# qu_rob

[src/rtl/qu_common_pkg.sv]
// Shared types and constants for the qu core: reorder-buffer entry layout,
// ROB control states and default widths.
package qu_common;

  localparam int QU_ROB_DEPTH  = 16;
  localparam int QU_PREG_WIDTH = 6;
  localparam int QU_PC_WIDTH   = 32;
  localparam int QU_ARCH_WIDTH = 5;

  typedef enum logic {
    RUN   = 1'b0,
    FLUSH = 1'b1
  } qu_rob_state_t;

  typedef struct packed {
    logic                     valid;
    logic                     done;
    logic                     exc;
    logic                     redir;
    logic [QU_PC_WIDTH-1:0]   pc;
    logic [QU_PC_WIDTH-1:0]   target;
    logic [QU_ARCH_WIDTH-1:0] rd_arch;
    logic [QU_PREG_WIDTH-1:0] rd_phys;
    logic [QU_PREG_WIDTH-1:0] rd_old_phys;
    logic                     rd_we;
  } qu_rob_entry_t;

endpackage

[src/rtl/qu_rob_ptr.sv]
// Wrap-bit circular pointer for the reorder buffer: the MSB toggles each
// time the index wraps, so equal indices can be told apart as full or empty.
module qu_rob_ptr #(
  parameter int AW = 4
) (
  input  logic        clk,
  input  logic        rst,
  input  logic        i_inc,
  input  logic        i_clr,
  output logic [AW:0] o_ptr
);

  logic [AW:0] r_ptr;

  // NOTE: sequential state uses non-blocking assignments only, so every
  // flop samples the pre-edge values of its neighbours.
  always_ff @(posedge clk or negedge rst) begin
    if (!rst) begin
      r_ptr <= '0;
    end else if (i_clr) begin
      r_ptr <= '0;
    end else if (i_inc) begin
      r_ptr <= r_ptr + 1'b1;
    end
  end

  assign o_ptr = r_ptr;

endmodule

[src/rtl/qu_rob.sv]
// In-order reorder buffer: allocates from rename, records completions,
// retires one uop per cycle and raises a one-cycle flush on redirect or
// exception. Define QU_ROB_STATS_EN to add retire/flush counters.
module qu_rob
  import qu_common::*;
#(
  parameter int ROB_DEPTH  = QU_ROB_DEPTH,
  parameter int PC_WIDTH   = QU_PC_WIDTH,
  parameter int PREG_WIDTH = QU_PREG_WIDTH,
  localparam int AW        = $clog2(ROB_DEPTH)
) (
  input  logic                  clk,
  input  logic                  rst,
  input  logic                  alloc_valid,
  output logic                  alloc_ready,
  input  logic [PC_WIDTH-1:0]   alloc_pc,
  input  logic [4:0]            alloc_rd_arch,
  input  logic [PREG_WIDTH-1:0] alloc_rd_phys,
  input  logic [PREG_WIDTH-1:0] alloc_rd_old_phys,
  input  logic                  alloc_rd_we,
  output logic [AW-1:0]         alloc_tag,
  input  logic                  cmpl_valid,
  input  logic [AW-1:0]         cmpl_tag,
  input  logic                  cmpl_exception,
  input  logic                  cmpl_redirect,
  input  logic [PC_WIDTH-1:0]   cmpl_target,
  output logic                  retire_valid,
  output logic [4:0]            retire_rd_arch,
  output logic [PREG_WIDTH-1:0] retire_rd_phys,
  output logic                  retire_rd_we,
  output logic                  free_valid,
  output logic [PREG_WIDTH-1:0] free_phys,
  output logic                  flush,
  output logic                  branch,
  output logic                  exception,
  output logic [PC_WIDTH-1:0]   pc_override,
  output logic [AW:0]           count,
  output logic                  empty
`ifdef QU_ROB_STATS_EN
  ,
  output logic [31:0]           stat_retired,
  output logic [31:0]           stat_flushes
`endif
);

  qu_rob_entry_t r_rob [ROB_DEPTH];
  qu_rob_state_t r_state;
  logic                r_flush;
  logic                r_branch;
  logic                r_exception;
  logic [PC_WIDTH-1:0] r_pc_override;

  logic [AW:0]   w_head;
  logic [AW:0]   w_tail;
  logic          w_full;
  logic          w_alloc;
  logic          w_go_flush;
  logic          w_cmpl_ok;
  qu_rob_entry_t w_head_ent;
  logic          w_unused;

  qu_rob_ptr #(.AW(AW)) u_head (
    .clk   (clk),
    .rst   (rst),
    .i_inc (retire_valid),
    .i_clr (w_go_flush),
    .o_ptr (w_head)
  );

  qu_rob_ptr #(.AW(AW)) u_tail (
    .clk   (clk),
    .rst   (rst),
    .i_inc (w_alloc),
    .i_clr (w_go_flush),
    .o_ptr (w_tail)
  );

  assign w_full      = (w_head[AW-1:0] == w_tail[AW-1:0]) && (w_head[AW] != w_tail[AW]);
  assign alloc_ready = !w_full && (r_state == RUN);
  assign w_alloc     = alloc_valid && alloc_ready;
  assign alloc_tag   = w_tail[AW-1:0];
  assign count       = w_tail - w_head;
  assign empty       = (w_head == w_tail);

  assign w_head_ent   = r_rob[w_head[AW-1:0]];
  assign retire_valid = w_head_ent.valid && w_head_ent.done && (r_state == RUN);
  assign w_go_flush   = retire_valid && (w_head_ent.exc || w_head_ent.redir);
  assign w_cmpl_ok    = cmpl_valid && (r_state == RUN) && r_rob[cmpl_tag].valid;

  // An excepting uop never commits its new mapping, so that register is freed instead.
  assign retire_rd_arch = w_head_ent.rd_arch;
  assign retire_rd_phys = w_head_ent.rd_phys;
  assign retire_rd_we   = retire_valid && w_head_ent.rd_we && !w_head_ent.exc;
  assign free_valid     = retire_valid && w_head_ent.rd_we;
  assign free_phys      = w_head_ent.exc ? w_head_ent.rd_phys : w_head_ent.rd_old_phys;

  // NOTE: only the valid/done bits are reset; payload fields are always
  // rewritten on allocation, so the storage needs no reset network.
  always_ff @(posedge clk or negedge rst) begin
    if (!rst) begin
      for (int i = 0; i < ROB_DEPTH; i++) begin
        r_rob[i].valid <= 1'b0;
        r_rob[i].done  <= 1'b0;
      end
    end else if (w_go_flush) begin
      for (int i = 0; i < ROB_DEPTH; i++) begin
        r_rob[i].valid <= 1'b0;
      end
    end else begin
      if (w_cmpl_ok) begin
        r_rob[cmpl_tag].done   <= 1'b1;
        r_rob[cmpl_tag].exc    <= cmpl_exception;
        r_rob[cmpl_tag].redir  <= cmpl_redirect;
        r_rob[cmpl_tag].target <= cmpl_target;
      end
      if (retire_valid) begin
        r_rob[w_head[AW-1:0]].valid <= 1'b0;
      end
      if (w_alloc) begin
        r_rob[w_tail[AW-1:0]].valid       <= 1'b1;
        r_rob[w_tail[AW-1:0]].done        <= 1'b0;
        r_rob[w_tail[AW-1:0]].exc         <= 1'b0;
        r_rob[w_tail[AW-1:0]].redir       <= 1'b0;
        r_rob[w_tail[AW-1:0]].pc          <= alloc_pc;
        r_rob[w_tail[AW-1:0]].rd_arch     <= alloc_rd_arch;
        r_rob[w_tail[AW-1:0]].rd_phys     <= alloc_rd_phys;
        r_rob[w_tail[AW-1:0]].rd_old_phys <= alloc_rd_old_phys;
        r_rob[w_tail[AW-1:0]].rd_we       <= alloc_rd_we;
      end
    end
  end

  always_ff @(posedge clk or negedge rst) begin
    if (!rst) begin
      r_state       <= RUN;
      r_flush       <= 1'b0;
      r_branch      <= 1'b0;
      r_exception   <= 1'b0;
      r_pc_override <= '0;
    end else begin
      case (r_state)
        RUN: begin
          if (w_go_flush) begin
            r_state       <= FLUSH;
            r_flush       <= 1'b1;
            r_branch      <= w_head_ent.redir && !w_head_ent.exc;
            r_exception   <= w_head_ent.exc;
            r_pc_override <= w_head_ent.target;
          end
        end
        FLUSH: begin
          r_state       <= RUN;
          r_flush       <= 1'b0;
          r_branch      <= 1'b0;
          r_exception   <= 1'b0;
          r_pc_override <= '0;
        end
        default: r_state <= RUN;
      endcase
    end
  end

  assign flush       = r_flush;
  assign branch      = r_branch;
  assign exception   = r_exception;
  assign pc_override = r_pc_override;

`ifdef QU_ROB_STATS_EN
  logic [31:0] r_stat_retired;
  logic [31:0] r_stat_flushes;

  always_ff @(posedge clk or negedge rst) begin
    if (!rst) begin
      r_stat_retired <= '0;
      r_stat_flushes <= '0;
    end else begin
      if (retire_valid) r_stat_retired <= r_stat_retired + 32'd1;
      if (w_go_flush)   r_stat_flushes <= r_stat_flushes + 32'd1;
    end
  end

  assign stat_retired = r_stat_retired;
  assign stat_flushes = r_stat_flushes;
`endif

  // The uop PC is kept for debug visibility but drives no output.
  assign w_unused = ^w_head_ent.pc;

endmodule

[config.mk]
export PLATFORM = sky130hd
export DESIGN_NAME = qu_rob
export DESIGN_NICKNAME = d
export VERILOG_FILES = /design/src/rtl/qu_common_pkg.sv /design/src/rtl/qu_rob_ptr.sv /design/src/rtl/qu_rob.sv
export SDC_FILE = /design/constraint.sdc
export NUM_CORES = 1
export LEC_CHECK = 0
export CAP_MARGIN = 15
export CORE_AREA = 2 2 333 335
export DETAILED_ROUTE_END_ITERATION = 10
export DIE_AREA = 0 0 335 337
export PLACE_DENSITY = 0.6
export SYNTH_ARGS = -nofsm -noshare
export SYNTH_HDL_FRONTEND = slang
export SYNTH_SLANG_ARGS = --single-unit
[constraint.sdc]
create_clock -name clk -period 5.56 [get_ports clk]
set_input_delay 1.112 -clock clk [delete_from_list [all_inputs] [get_ports clk]]
set_output_delay 1.112 -clock clk [all_outputs]
set_load 0.005 [all_outputs]
# vec_mul_sequencer

**src/rtl/vec_mul_pkg.sv**
```systemverilog
// vec_mul_pkg: shared state type and constants for the vector multiply sequencer
package vec_mul_pkg;
  typedef enum logic [1:0] {IDLE, RUN, DRAIN, DONE} vm_state_t;
  localparam int DEF_VEC_LEN = 5;
  localparam int DEF_DATA_W = 32;
  localparam logic [DEF_DATA_W-1:0] Q_ONE = {1'b0, {(DEF_DATA_W-1){1'b1}}};
endpackage

```
**src/rtl/vec_mul_elem_pipe.sv**
```systemverilog
// vec_mul_elem_pipe: two-stage a*(b/Q_ONE) pipeline with stall control; VEC_MUL_SAT_EN saturates the product
module vec_mul_elem_pipe import vec_mul_pkg::*; #(
  parameter int DATA_W = DEF_DATA_W
) (
  input  logic              clk,
  input  logic              rst,
  input  logic              acc_i,
  input  logic [DATA_W-1:0] a_i,
  input  logic [DATA_W-1:0] b_i,
  input  logic              last_i,
  input  logic              out_ready_i,
  output logic              hold_o,
  output logic              out_valid_o,
  output logic [DATA_W-1:0] out_data_o,
  output logic              out_last_o
);
  localparam logic [DATA_W-1:0] MAXV = {1'b0, {(DATA_W-1){1'b1}}};
  localparam logic [DATA_W-1:0] MINV = {1'b1, {(DATA_W-1){1'b0}}};
  logic              v1_q, pos1_q, neg1_q, last1_q, v2_q, last2_q;
  logic [DATA_W-1:0] a1_q, p2_q, neg_a, prod_d;
  logic              stall2, pos_d, neg_d;
`ifdef VEC_MUL_SAT_EN
  assign neg_a = (a1_q == MINV) ? MAXV : -a1_q;
`else
  assign neg_a = -a1_q;
`endif
  // Quotient decode (truncating b/MAXV is +1, -1 or 0), product select and stall
  always_comb begin
    stall2 = v2_q && !out_ready_i;
    hold_o = v1_q && stall2;
    pos_d  = b_i == MAXV;
    neg_d  = (b_i == -MAXV) || (b_i == MINV);
    prod_d = pos1_q ? a1_q : neg1_q ? neg_a : '0;
  end
  // Stage 1 holds only when stage 2 is stalled; stage 2 holds under backpressure
  always_ff @(posedge clk) begin
    if (rst) begin
      v1_q    <= 1'b0;
      pos1_q  <= 1'b0;
      neg1_q  <= 1'b0;
      last1_q <= 1'b0;
      a1_q    <= '0;
      v2_q    <= 1'b0;
      last2_q <= 1'b0;
      p2_q    <= '0;
    end else begin
      if (!hold_o) begin
        v1_q    <= acc_i;
        pos1_q  <= pos_d;
        neg1_q  <= neg_d;
        last1_q <= acc_i && last_i;
        a1_q    <= a_i;
      end
      if (!stall2) begin
        v2_q    <= v1_q;
        last2_q <= last1_q;
        p2_q    <= prod_d;
      end
    end
  end
  assign out_valid_o = v2_q;
  assign out_data_o  = p2_q;
  assign out_last_o  = last2_q;
endmodule

```
**src/rtl/vec_mul_sequencer.sv**
```systemverilog
// vec_mul_sequencer: job FSM, element counter and last tagging around the multiply pipe; VEC_MUL_SAT_EN enables saturation
module vec_mul_sequencer import vec_mul_pkg::*; #(
  parameter int VEC_LEN = DEF_VEC_LEN,
  parameter int DATA_W  = DEF_DATA_W
) (
  input  logic                           clk,
  input  logic                           rst,
  input  logic                           start_i,
  input  logic [$clog2(VEC_LEN+1)-1:0]   cfg_len_i,
  input  logic                           in_valid_i,
  output logic                           in_ready_o,
  input  logic [DATA_W-1:0]              in_a_i,
  input  logic [DATA_W-1:0]              in_b_i,
  output logic                           out_valid_o,
  input  logic                           out_ready_i,
  output logic [DATA_W-1:0]              out_data_o,
  output logic                           out_last_o,
  output logic                           busy_o,
  output logic                           done_o
);
  localparam int LW = $clog2(VEC_LEN+1);
  vm_state_t     state_q, state_d;
  logic [LW-1:0] len_q, len_d, cnt_q, cnt_d, eff_len;
  logic          hold, acc, last_tag, launch, last_xfer;
  vec_mul_elem_pipe #(.DATA_W(DATA_W)) u_pipe (
    .clk         (clk),
    .rst         (rst),
    .acc_i       (acc),
    .a_i         (in_a_i),
    .b_i         (in_b_i),
    .last_i      (last_tag),
    .out_ready_i (out_ready_i),
    .hold_o      (hold),
    .out_valid_o (out_valid_o),
    .out_data_o  (out_data_o),
    .out_last_o  (out_last_o)
  );
  // Next state, effective length, accept handshake and last tag
  always_comb begin
    eff_len    = (cfg_len_i == '0 || cfg_len_i > LW'(VEC_LEN)) ? LW'(VEC_LEN) : cfg_len_i;
    launch     = state_q == IDLE && start_i;
    in_ready_o = state_q == RUN && cnt_q < len_q && !hold;
    acc        = in_valid_i && in_ready_o;
    last_tag   = cnt_q == len_q - LW'(1);
    last_xfer  = out_valid_o && out_ready_i && out_last_o;
    state_d    = state_q == IDLE  ? (start_i ? RUN : IDLE) :
                 state_q == RUN   ? (cnt_q == len_q ? DRAIN : RUN) :
                 state_q == DRAIN ? (last_xfer ? DONE : DRAIN) : IDLE;
    len_d      = launch ? eff_len : len_q;
    cnt_d      = launch ? '0 : cnt_q + LW'(acc);
    busy_o     = state_q != IDLE;
    done_o     = state_q == DONE;
  end
  // State, length and counter registers
  always_ff @(posedge clk) begin
    if (rst) begin
      state_q <= IDLE;
      len_q   <= '0;
      cnt_q   <= '0;
    end else begin
      state_q <= state_d;
      len_q   <= len_d;
      cnt_q   <= cnt_d;
    end
  end
endmodule
```
**config.mk**
```make
export PLATFORM = sky130hd
export DESIGN_NAME = vec_mul_sequencer
export DESIGN_NICKNAME = d
export VERILOG_FILES = /design/src/rtl/vec_mul_pkg.sv /design/src/rtl/vec_mul_elem_pipe.sv /design/src/rtl/vec_mul_sequencer.sv
export SDC_FILE = /design/constraint.sdc
export NUM_CORES = 1
export LEC_CHECK = 0
export ABC_AREA = 1
export CORE_ASPECT_RATIO = 1.4
export CORE_MARGIN = 2
export CORE_UTILIZATION = 46
export CTS_BUF_LIST = sky130_fd_sc_hd__clkbuf_2 sky130_fd_sc_hd__clkbuf_4 sky130_fd_sc_hd__clkbuf_8
export DETAILED_ROUTE_END_ITERATION = 12
export PLACE_DENSITY = 0.78
export SYNTH_ARGS = -nofsm -noshare
export SYNTH_HDL_FRONTEND = slang
export SYNTH_HIERARCHICAL = 1
export SYNTH_SLANG_ARGS = --single-unit
```
**constraint.sdc**
```tcl
create_clock -name clk -period 1.97 [get_ports clk]
set_input_delay 0.394 -clock clk [delete_from_list [all_inputs] [get_ports clk]]
set_output_delay 0.394 -clock clk [all_outputs]
set_load 0.02 [all_outputs]
```
# dout_packer

[src/rtl/dout_packer.sv]
// Selects one 2-bit result stream, packs NSYM symbols per word into a
// double-buffered valid/ready output, and counts carry activity.
module dout_packer #(
  parameter int unsigned NSYM  = 4,
  parameter int unsigned CNT_W = 8
) (
  input  logic                clk,
  input  logic                n_rst,
  input  logic [1:0]          do1,
  input  logic [1:0]          do2,
  input  logic [1:0]          do3,
  input  logic                co1,
  input  logic                co2,
  input  logic [1:0]          src_sel,
  input  logic                in_en,
  input  logic                clear,
  input  logic                out_ready,
  output logic [2*NSYM-1:0]   out_data,
  output logic                out_valid,
  output logic                overflow,
  output logic [CNT_W-1:0]    co_cnt
);

  localparam int unsigned IDX_W = (NSYM > 1) ? $clog2(NSYM) : 1;

  typedef enum logic {EMPTY, FULL} buf_state_e;

  buf_state_e        state_q;
  logic [IDX_W-1:0]  idx_q,  idx_d;
  logic [2*NSYM-1:0] fill_q, fill_d;
  logic [2*NSYM-1:0] data_q;
  logic [CNT_W-1:0]  cnt_q,  cnt_d;
  logic              ovf_q;

  logic [1:0]        sym;
  logic [2*NSYM-1:0] word;
  logic              sample;
  logic              complete;
  logic              xfer;

  always_comb begin
    sym = '0;
    case (src_sel)
      2'd0:    sym = do1;
      2'd1:    sym = do2;
      2'd2:    sym = do3;
      default: sym = '0;
    endcase
  end

  // clear suppresses a same-cycle sample
  assign sample   = in_en & ~clear;
  assign complete = sample && (idx_q == IDX_W'(NSYM - 1));
  assign xfer     = (state_q == FULL) && out_ready;

  always_comb begin
    word = fill_q;
    for (int unsigned i = 0; i < NSYM; i++) begin
      if (idx_q == IDX_W'(i)) word[2*i +: 2] = sym;
    end
  end

  always_comb begin
    idx_d  = idx_q;
    fill_d = fill_q;
    cnt_d  = cnt_q;
    if (clear) begin
      idx_d  = '0;
      fill_d = '0;
      cnt_d  = '0;
    end else if (sample) begin
      if (complete) begin
        idx_d  = '0;
        fill_d = '0;
      end else begin
        idx_d  = idx_q + 1'b1;
        fill_d = word;
      end
      if ((co1 | co2) && (cnt_q != '1)) cnt_d = cnt_q + 1'b1;
    end
  end

  always_ff @(posedge clk) begin
    if (!n_rst) begin
      state_q <= EMPTY;
      idx_q   <= '0;
      fill_q  <= '0;
      data_q  <= '0;
      cnt_q   <= '0;
      ovf_q   <= 1'b0;
    end else begin
      idx_q  <= idx_d;
      fill_q <= fill_d;
      cnt_q  <= cnt_d;
      if (clear) ovf_q <= 1'b0;
      case (state_q)
        EMPTY: begin
          if (complete) begin
            data_q  <= word;
            state_q <= FULL;
          end
        end
        FULL: begin
          // a word completing while the old one is accepted replaces it
          if (xfer && complete) begin
            data_q <= word;
          end else if (xfer) begin
            state_q <= EMPTY;
          end else if (complete) begin
            ovf_q <= 1'b1;
          end
        end
        default: state_q <= EMPTY;
      endcase
    end
  end

  assign out_data  = data_q;
  assign out_valid = (state_q == FULL);
  assign overflow  = ovf_q;
  assign co_cnt    = cnt_q;

endmodule

[config.mk]
export PLATFORM = sky130hd
export DESIGN_NAME = dout_packer
export DESIGN_NICKNAME = d
export VERILOG_FILES = /design/src/rtl/dout_packer.sv
export SDC_FILE = /design/constraint.sdc
export NUM_CORES = 1
export LEC_CHECK = 0
export ABC_AREA = 0
export CAP_MARGIN = 20
export CORE_AREA = 2 2 45 67
export CTS_CLUSTER_DIAMETER = 30
export DETAILED_ROUTE_END_ITERATION = 12
export DIE_AREA = 0 0 47 69
export PLACE_DENSITY_LB_ADDON = 0.3
export SLEW_MARGIN = 20
export SYNTH_ARGS = -nofsm -noshare
export SYNTH_HDL_FRONTEND = slang
export SYNTH_SLANG_ARGS = --single-unit
[constraint.sdc]
create_clock -name clk -period 3.4 [get_ports clk]
set_input_delay 0.68 -clock clk [delete_from_list [all_inputs] [get_ports clk]]
set_output_delay 0.68 -clock clk [all_outputs]
set_load 0.05 [all_outputs]

==> screenshots <==
Nets reached from selected ports.
picture 1
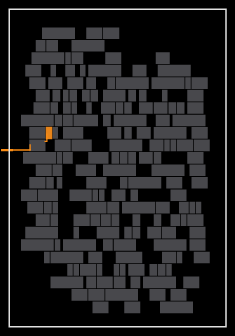
picture 2
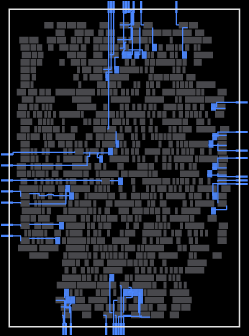
picture 3
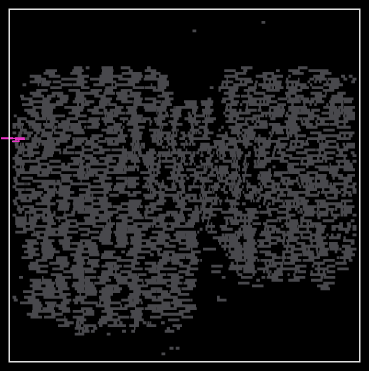
Of these, most cells: picture 3
Of these, fewest cells: picture 1
dout_packer -> picture 1
vec_mul_sequencer -> picture 2
qu_rob -> picture 3

Figure 1. Gate-type map (qu_rob).
Bar = 100 um.
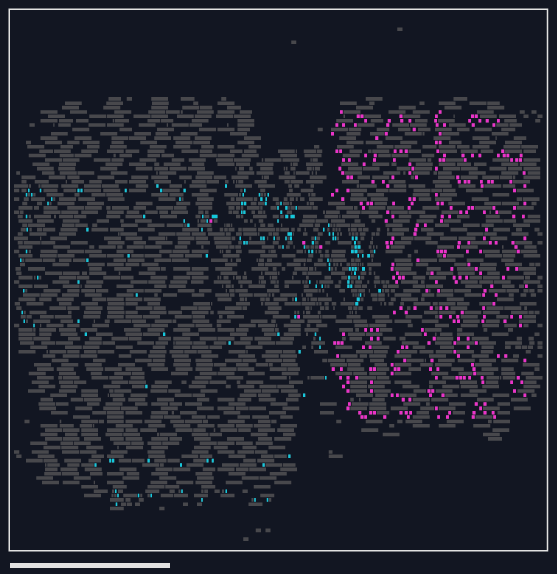
legend:
  nand cells:
    color: cyan
    cells: 140
    most_used: nand2_1
  and/or cells:
    color: magenta
    cells: 293
    most_used: and2_1
count of non-filler cells in the finished layout: 3715
multi-input logic portion of the cell area: 0.240
most common cell after layout, fill and taps aside: sky130_fd_sc_hd__edfxtp_1

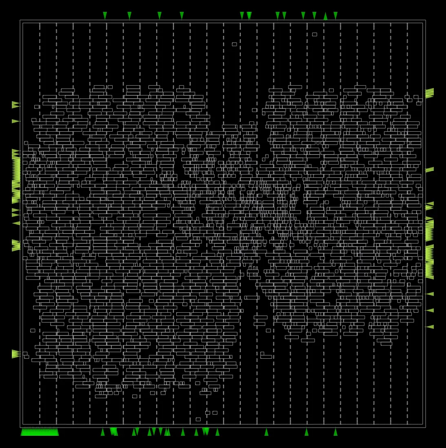
Figure 2: qu_rob, placed standard cells.
standard-cell row count: 122
flop count: 910

==> run summary, qu_rob <==
The synthesis and PnR run went through. In the global route stage, met3 resource usage came out at 0.0399. Worst setup slack after placement landed at ~1100 ps. CTS H-tree depth landed at 3.

Amount of wire on met2 after detailed routing landed at a little under 50 mm. Clock group total power landed at about 6.2 mW. Number of instances in the synthesized netlist landed at 2077.

In this run, the number of DRC markers left after iteration 0 of detailed routing was ~1.9k. According to the Yosys statistics, the synthesized design has a chip area of approximately 38000 um^2. Entering global routing, the biggest net connects 63 pins.

Achievable clock frequency landed at 0.193 GHz. The tool flagged a number of max-cap violations equal to 0. Delay of the slowest critical-path stage landed at about 970 ps. The highest metal layer carrying signal wires in the routed design is met5. Grouping stages by cell kind, the critical path spends the most delay in flip-flops. By startpoint and endpoint, the worst setup path is classified as reg -> out. Summed over all instances, the cell type with the most area after synthesis is sky130_fd_sc_hd__edfxtp_1. Endpoints failing hold in the final report were tallied at 0. Quantity of I/O buffers inserted on ports landed at approximately 130. TritonCTS built the clock tree. For this run, the post-layout net count is 2313. Worst setup skew after layout landed at 47.4 ps. The flow ran to the end, and the final reports show no timing, DRC or antenna violations. Hold is met by 321 ps. Total power after layout landed at 19.2 mW.

The design received a total of approximately 1.4k well taps at floorplan. Placed instance count landed at between 3k and 4k. Required time of the critical path landed at 4450 ps. After detailed routing, the number of remaining DRC violations is 0. According to the timing report, the critical path is launched from u_head.o_ptr[1]. Per STA, the endpoint of the critical path is retire_valid. The main area contributors are sky130_fd_sc_hd__edfxtp_1, sky130_fd_sc_hd__mux4_2, sky130_fd_sc_hd__dfrtp_1.
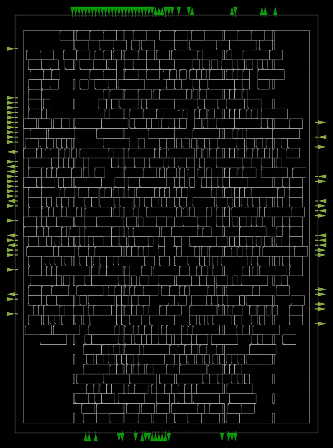
Figure 3: vec_mul_sequencer, placed standard cells.
core box area: 8610 um^2
standard-cell row count: 40

==> run summary, vec_mul_sequencer <==
The synthesis and PnR run went through. The flow ran to the end, and the final reports show no timing, DRC or antenna violations. Internal power of the cells landed at 2.45 mW. From synthesis to final layout, the design area changed by 34.7%. Ranking logic cells in the layout by count gives the top entries sky130_fd_sc_hd__nand2_1, sky130_fd_sc_hd__clkdlybuf4s50_1, sky130_fd_sc_hd__dfxtp_1. In the final layout, flip-flops and latches occupy between 1500 and 2000 um^2. Setup repair after global routing left no endpoint under its margin. Number of instances in the synthesized netlist landed at ~580.

Cell area after placement landed at 5330 um^2. Quantity of I/O buffers inserted on ports landed at 108. Broken down by cell family, the worst path's largest delay share belongs to flip-flops. In this run the worst hold path is classified as reg -> reg. The largest single stage delay on the critical path is ~340 ps.

The final design was reported to hold multi-input combinational gates totalling 417. Share of the synthesized area in the top cell type landed at 0.380. Post-layout instance count excluding filler cells landed at about 800. In the log, the iteration count for the first detailed-route pass is 5. Per the CTS log, the root buffer master is sky130_fd_sc_hd__clkbuf_8.

Final tally of max-slew violations landed at 0. Wire length per cell landed at 14.2 um.
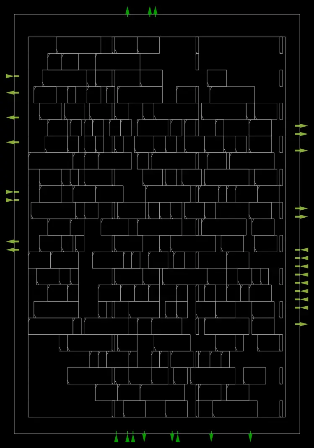
Figure 4: dout_packer, placed standard cells.
flop share of the area: 0.308
flop count: 26
Tap Cells: 37

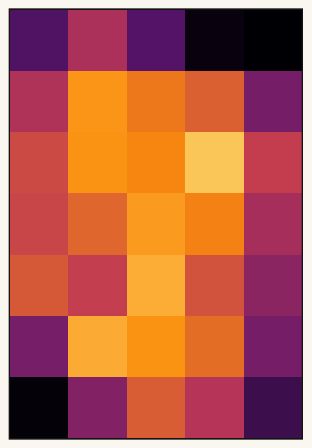
Figure 5: dout_packer, local utilization.
The die is cut into 5 by 7 equal tiles; black is low, pale yellow is high, 0 to 100% covered.
nearly empty tiles: 5.7%
densest ninth of the die: middle
emptiest ninth of the die: top right
tiles over 75% full: 20%
mean over tiles: 51%
utilization after layout: 0.639
fp_density: 0.489
core box area: 2650 um^2

==> run summary, dout_packer <==
The synthesis and PnR run went through. The run finished with clean final reports. The script logs the mean routed wire length per placed instance as 12.5 um. Power attributed to sequential cells is approximately 0.3 mW. For reference, the critical path cell chain is clkdlybuf4s50_1.

Sorting the synthesized cells by how often they occur yields sky130_fd_sc_hd__dfxtp_1, sky130_fd_sc_hd__nor2_1, sky130_fd_sc_hd__nand2_1, sky130_fd_sc_hd__nand3_1, sky130_fd_sc_hd__o21ai_0. In the Yosys stats the netlist draws on 29 distinct library cells. Transition time of the tightest slew-check pin landed at between 600 and 700 ps. In the final run the clock tree shows a worst skew of ~6.4 ps. Hold-check failures listed in the final report amount to 0. After synthesis, the cell types taking the most area are sky130_fd_sc_hd__dfxtp_1, sky130_fd_sc_hd__nand4b_1, sky130_fd_sc_hd__nand3_1. Final tally of max-slew violations landed at 0.

Hold repair after CTS inserted 0 buffers. Number of nets produced by synthesis landed at 166. Following the worst setup path forward leads to its endpoint at co_cnt[2]. Post-synthesis share of cell area spent on and-or and or-and gates landed at 0.174. According to the timing report, the arrival time at the worst endpoint equals 1560 ps. Nets still carrying antenna violations after routing amount to 0. For this run, the register share of the synthesized area comes to 0.402. Post-route cell area landed at around 1700 um^2. Max-cap violations in this run came to 0. In the final design, more cell area goes to multi-input combinational cells than to any other class. Number of detailed-routing iterations run before antenna repair landed at 4.

Clock-cell share of area landed at 0.0325. Among the non-sequential cells, simple AND/OR/NAND/NOR gates take the most area. Counting plain and timing-repair buffers in the layout gives 33. The post-synth count of flops with an enable pin is 0.

Static leakage landed at ~0.57 nW. On met1, the global router reports a usage of 0.169. Met3 track demand over resource landed at 0.00785. Internal power of the cells landed at ~0.43 mW. TritonCTS built the clock tree. The script extracted a net switching power of 0.126 mW. Residual DRC count landed at 0. Of all power groups, the one with the highest power is sequential cells.

Among cell families on the critical path, the largest total delay comes from buffers and inverters. The stat command in Yosys gives a chip area of ~1300 um^2. In the finished layout, the clock tree contains a buffer count of 4.


==> screenshots <==
The metal 3 layer.
(a)
Bar = 20 um.
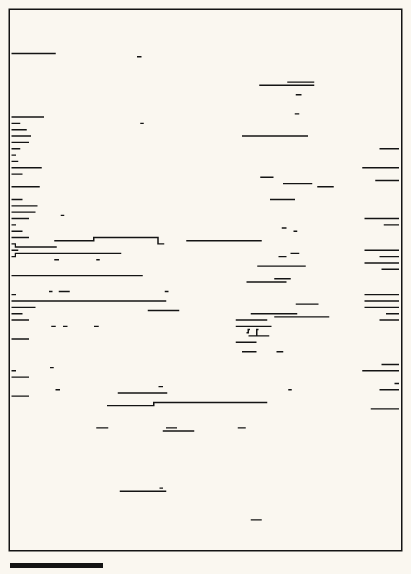
(b)
Bar = 100 um.
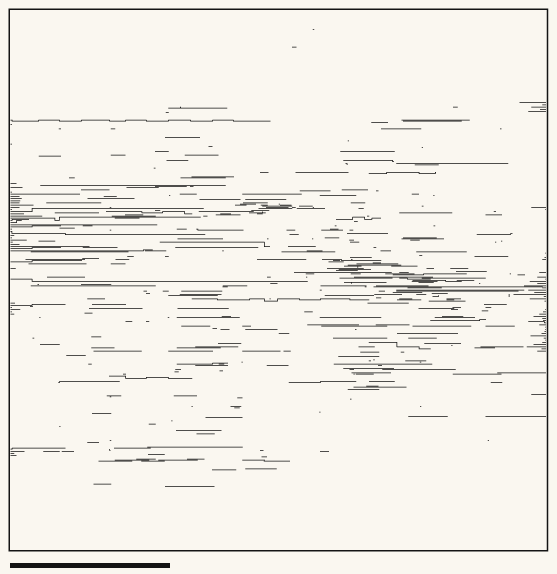
(c)
Bar = 10 um.
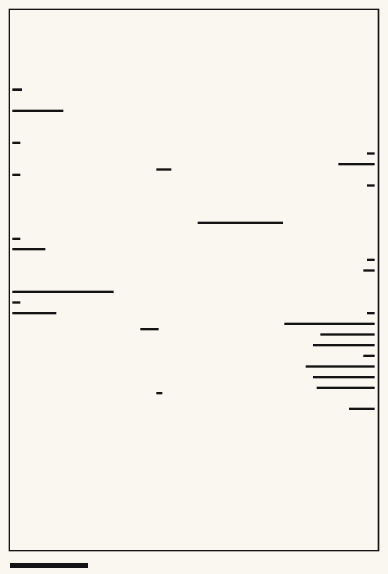
| picture | from |
|---|---|
| (b) | qu_rob |
| (a) | vec_mul_sequencer |
| (c) | dout_packer |
- smallest die: (c)

Key to (c):
nets with wire on the layer: 24
wire length on this layer: 107 um
main direction: horizontal
longest straight run: 12.6 um

Power and IR drop assume default switching activity.
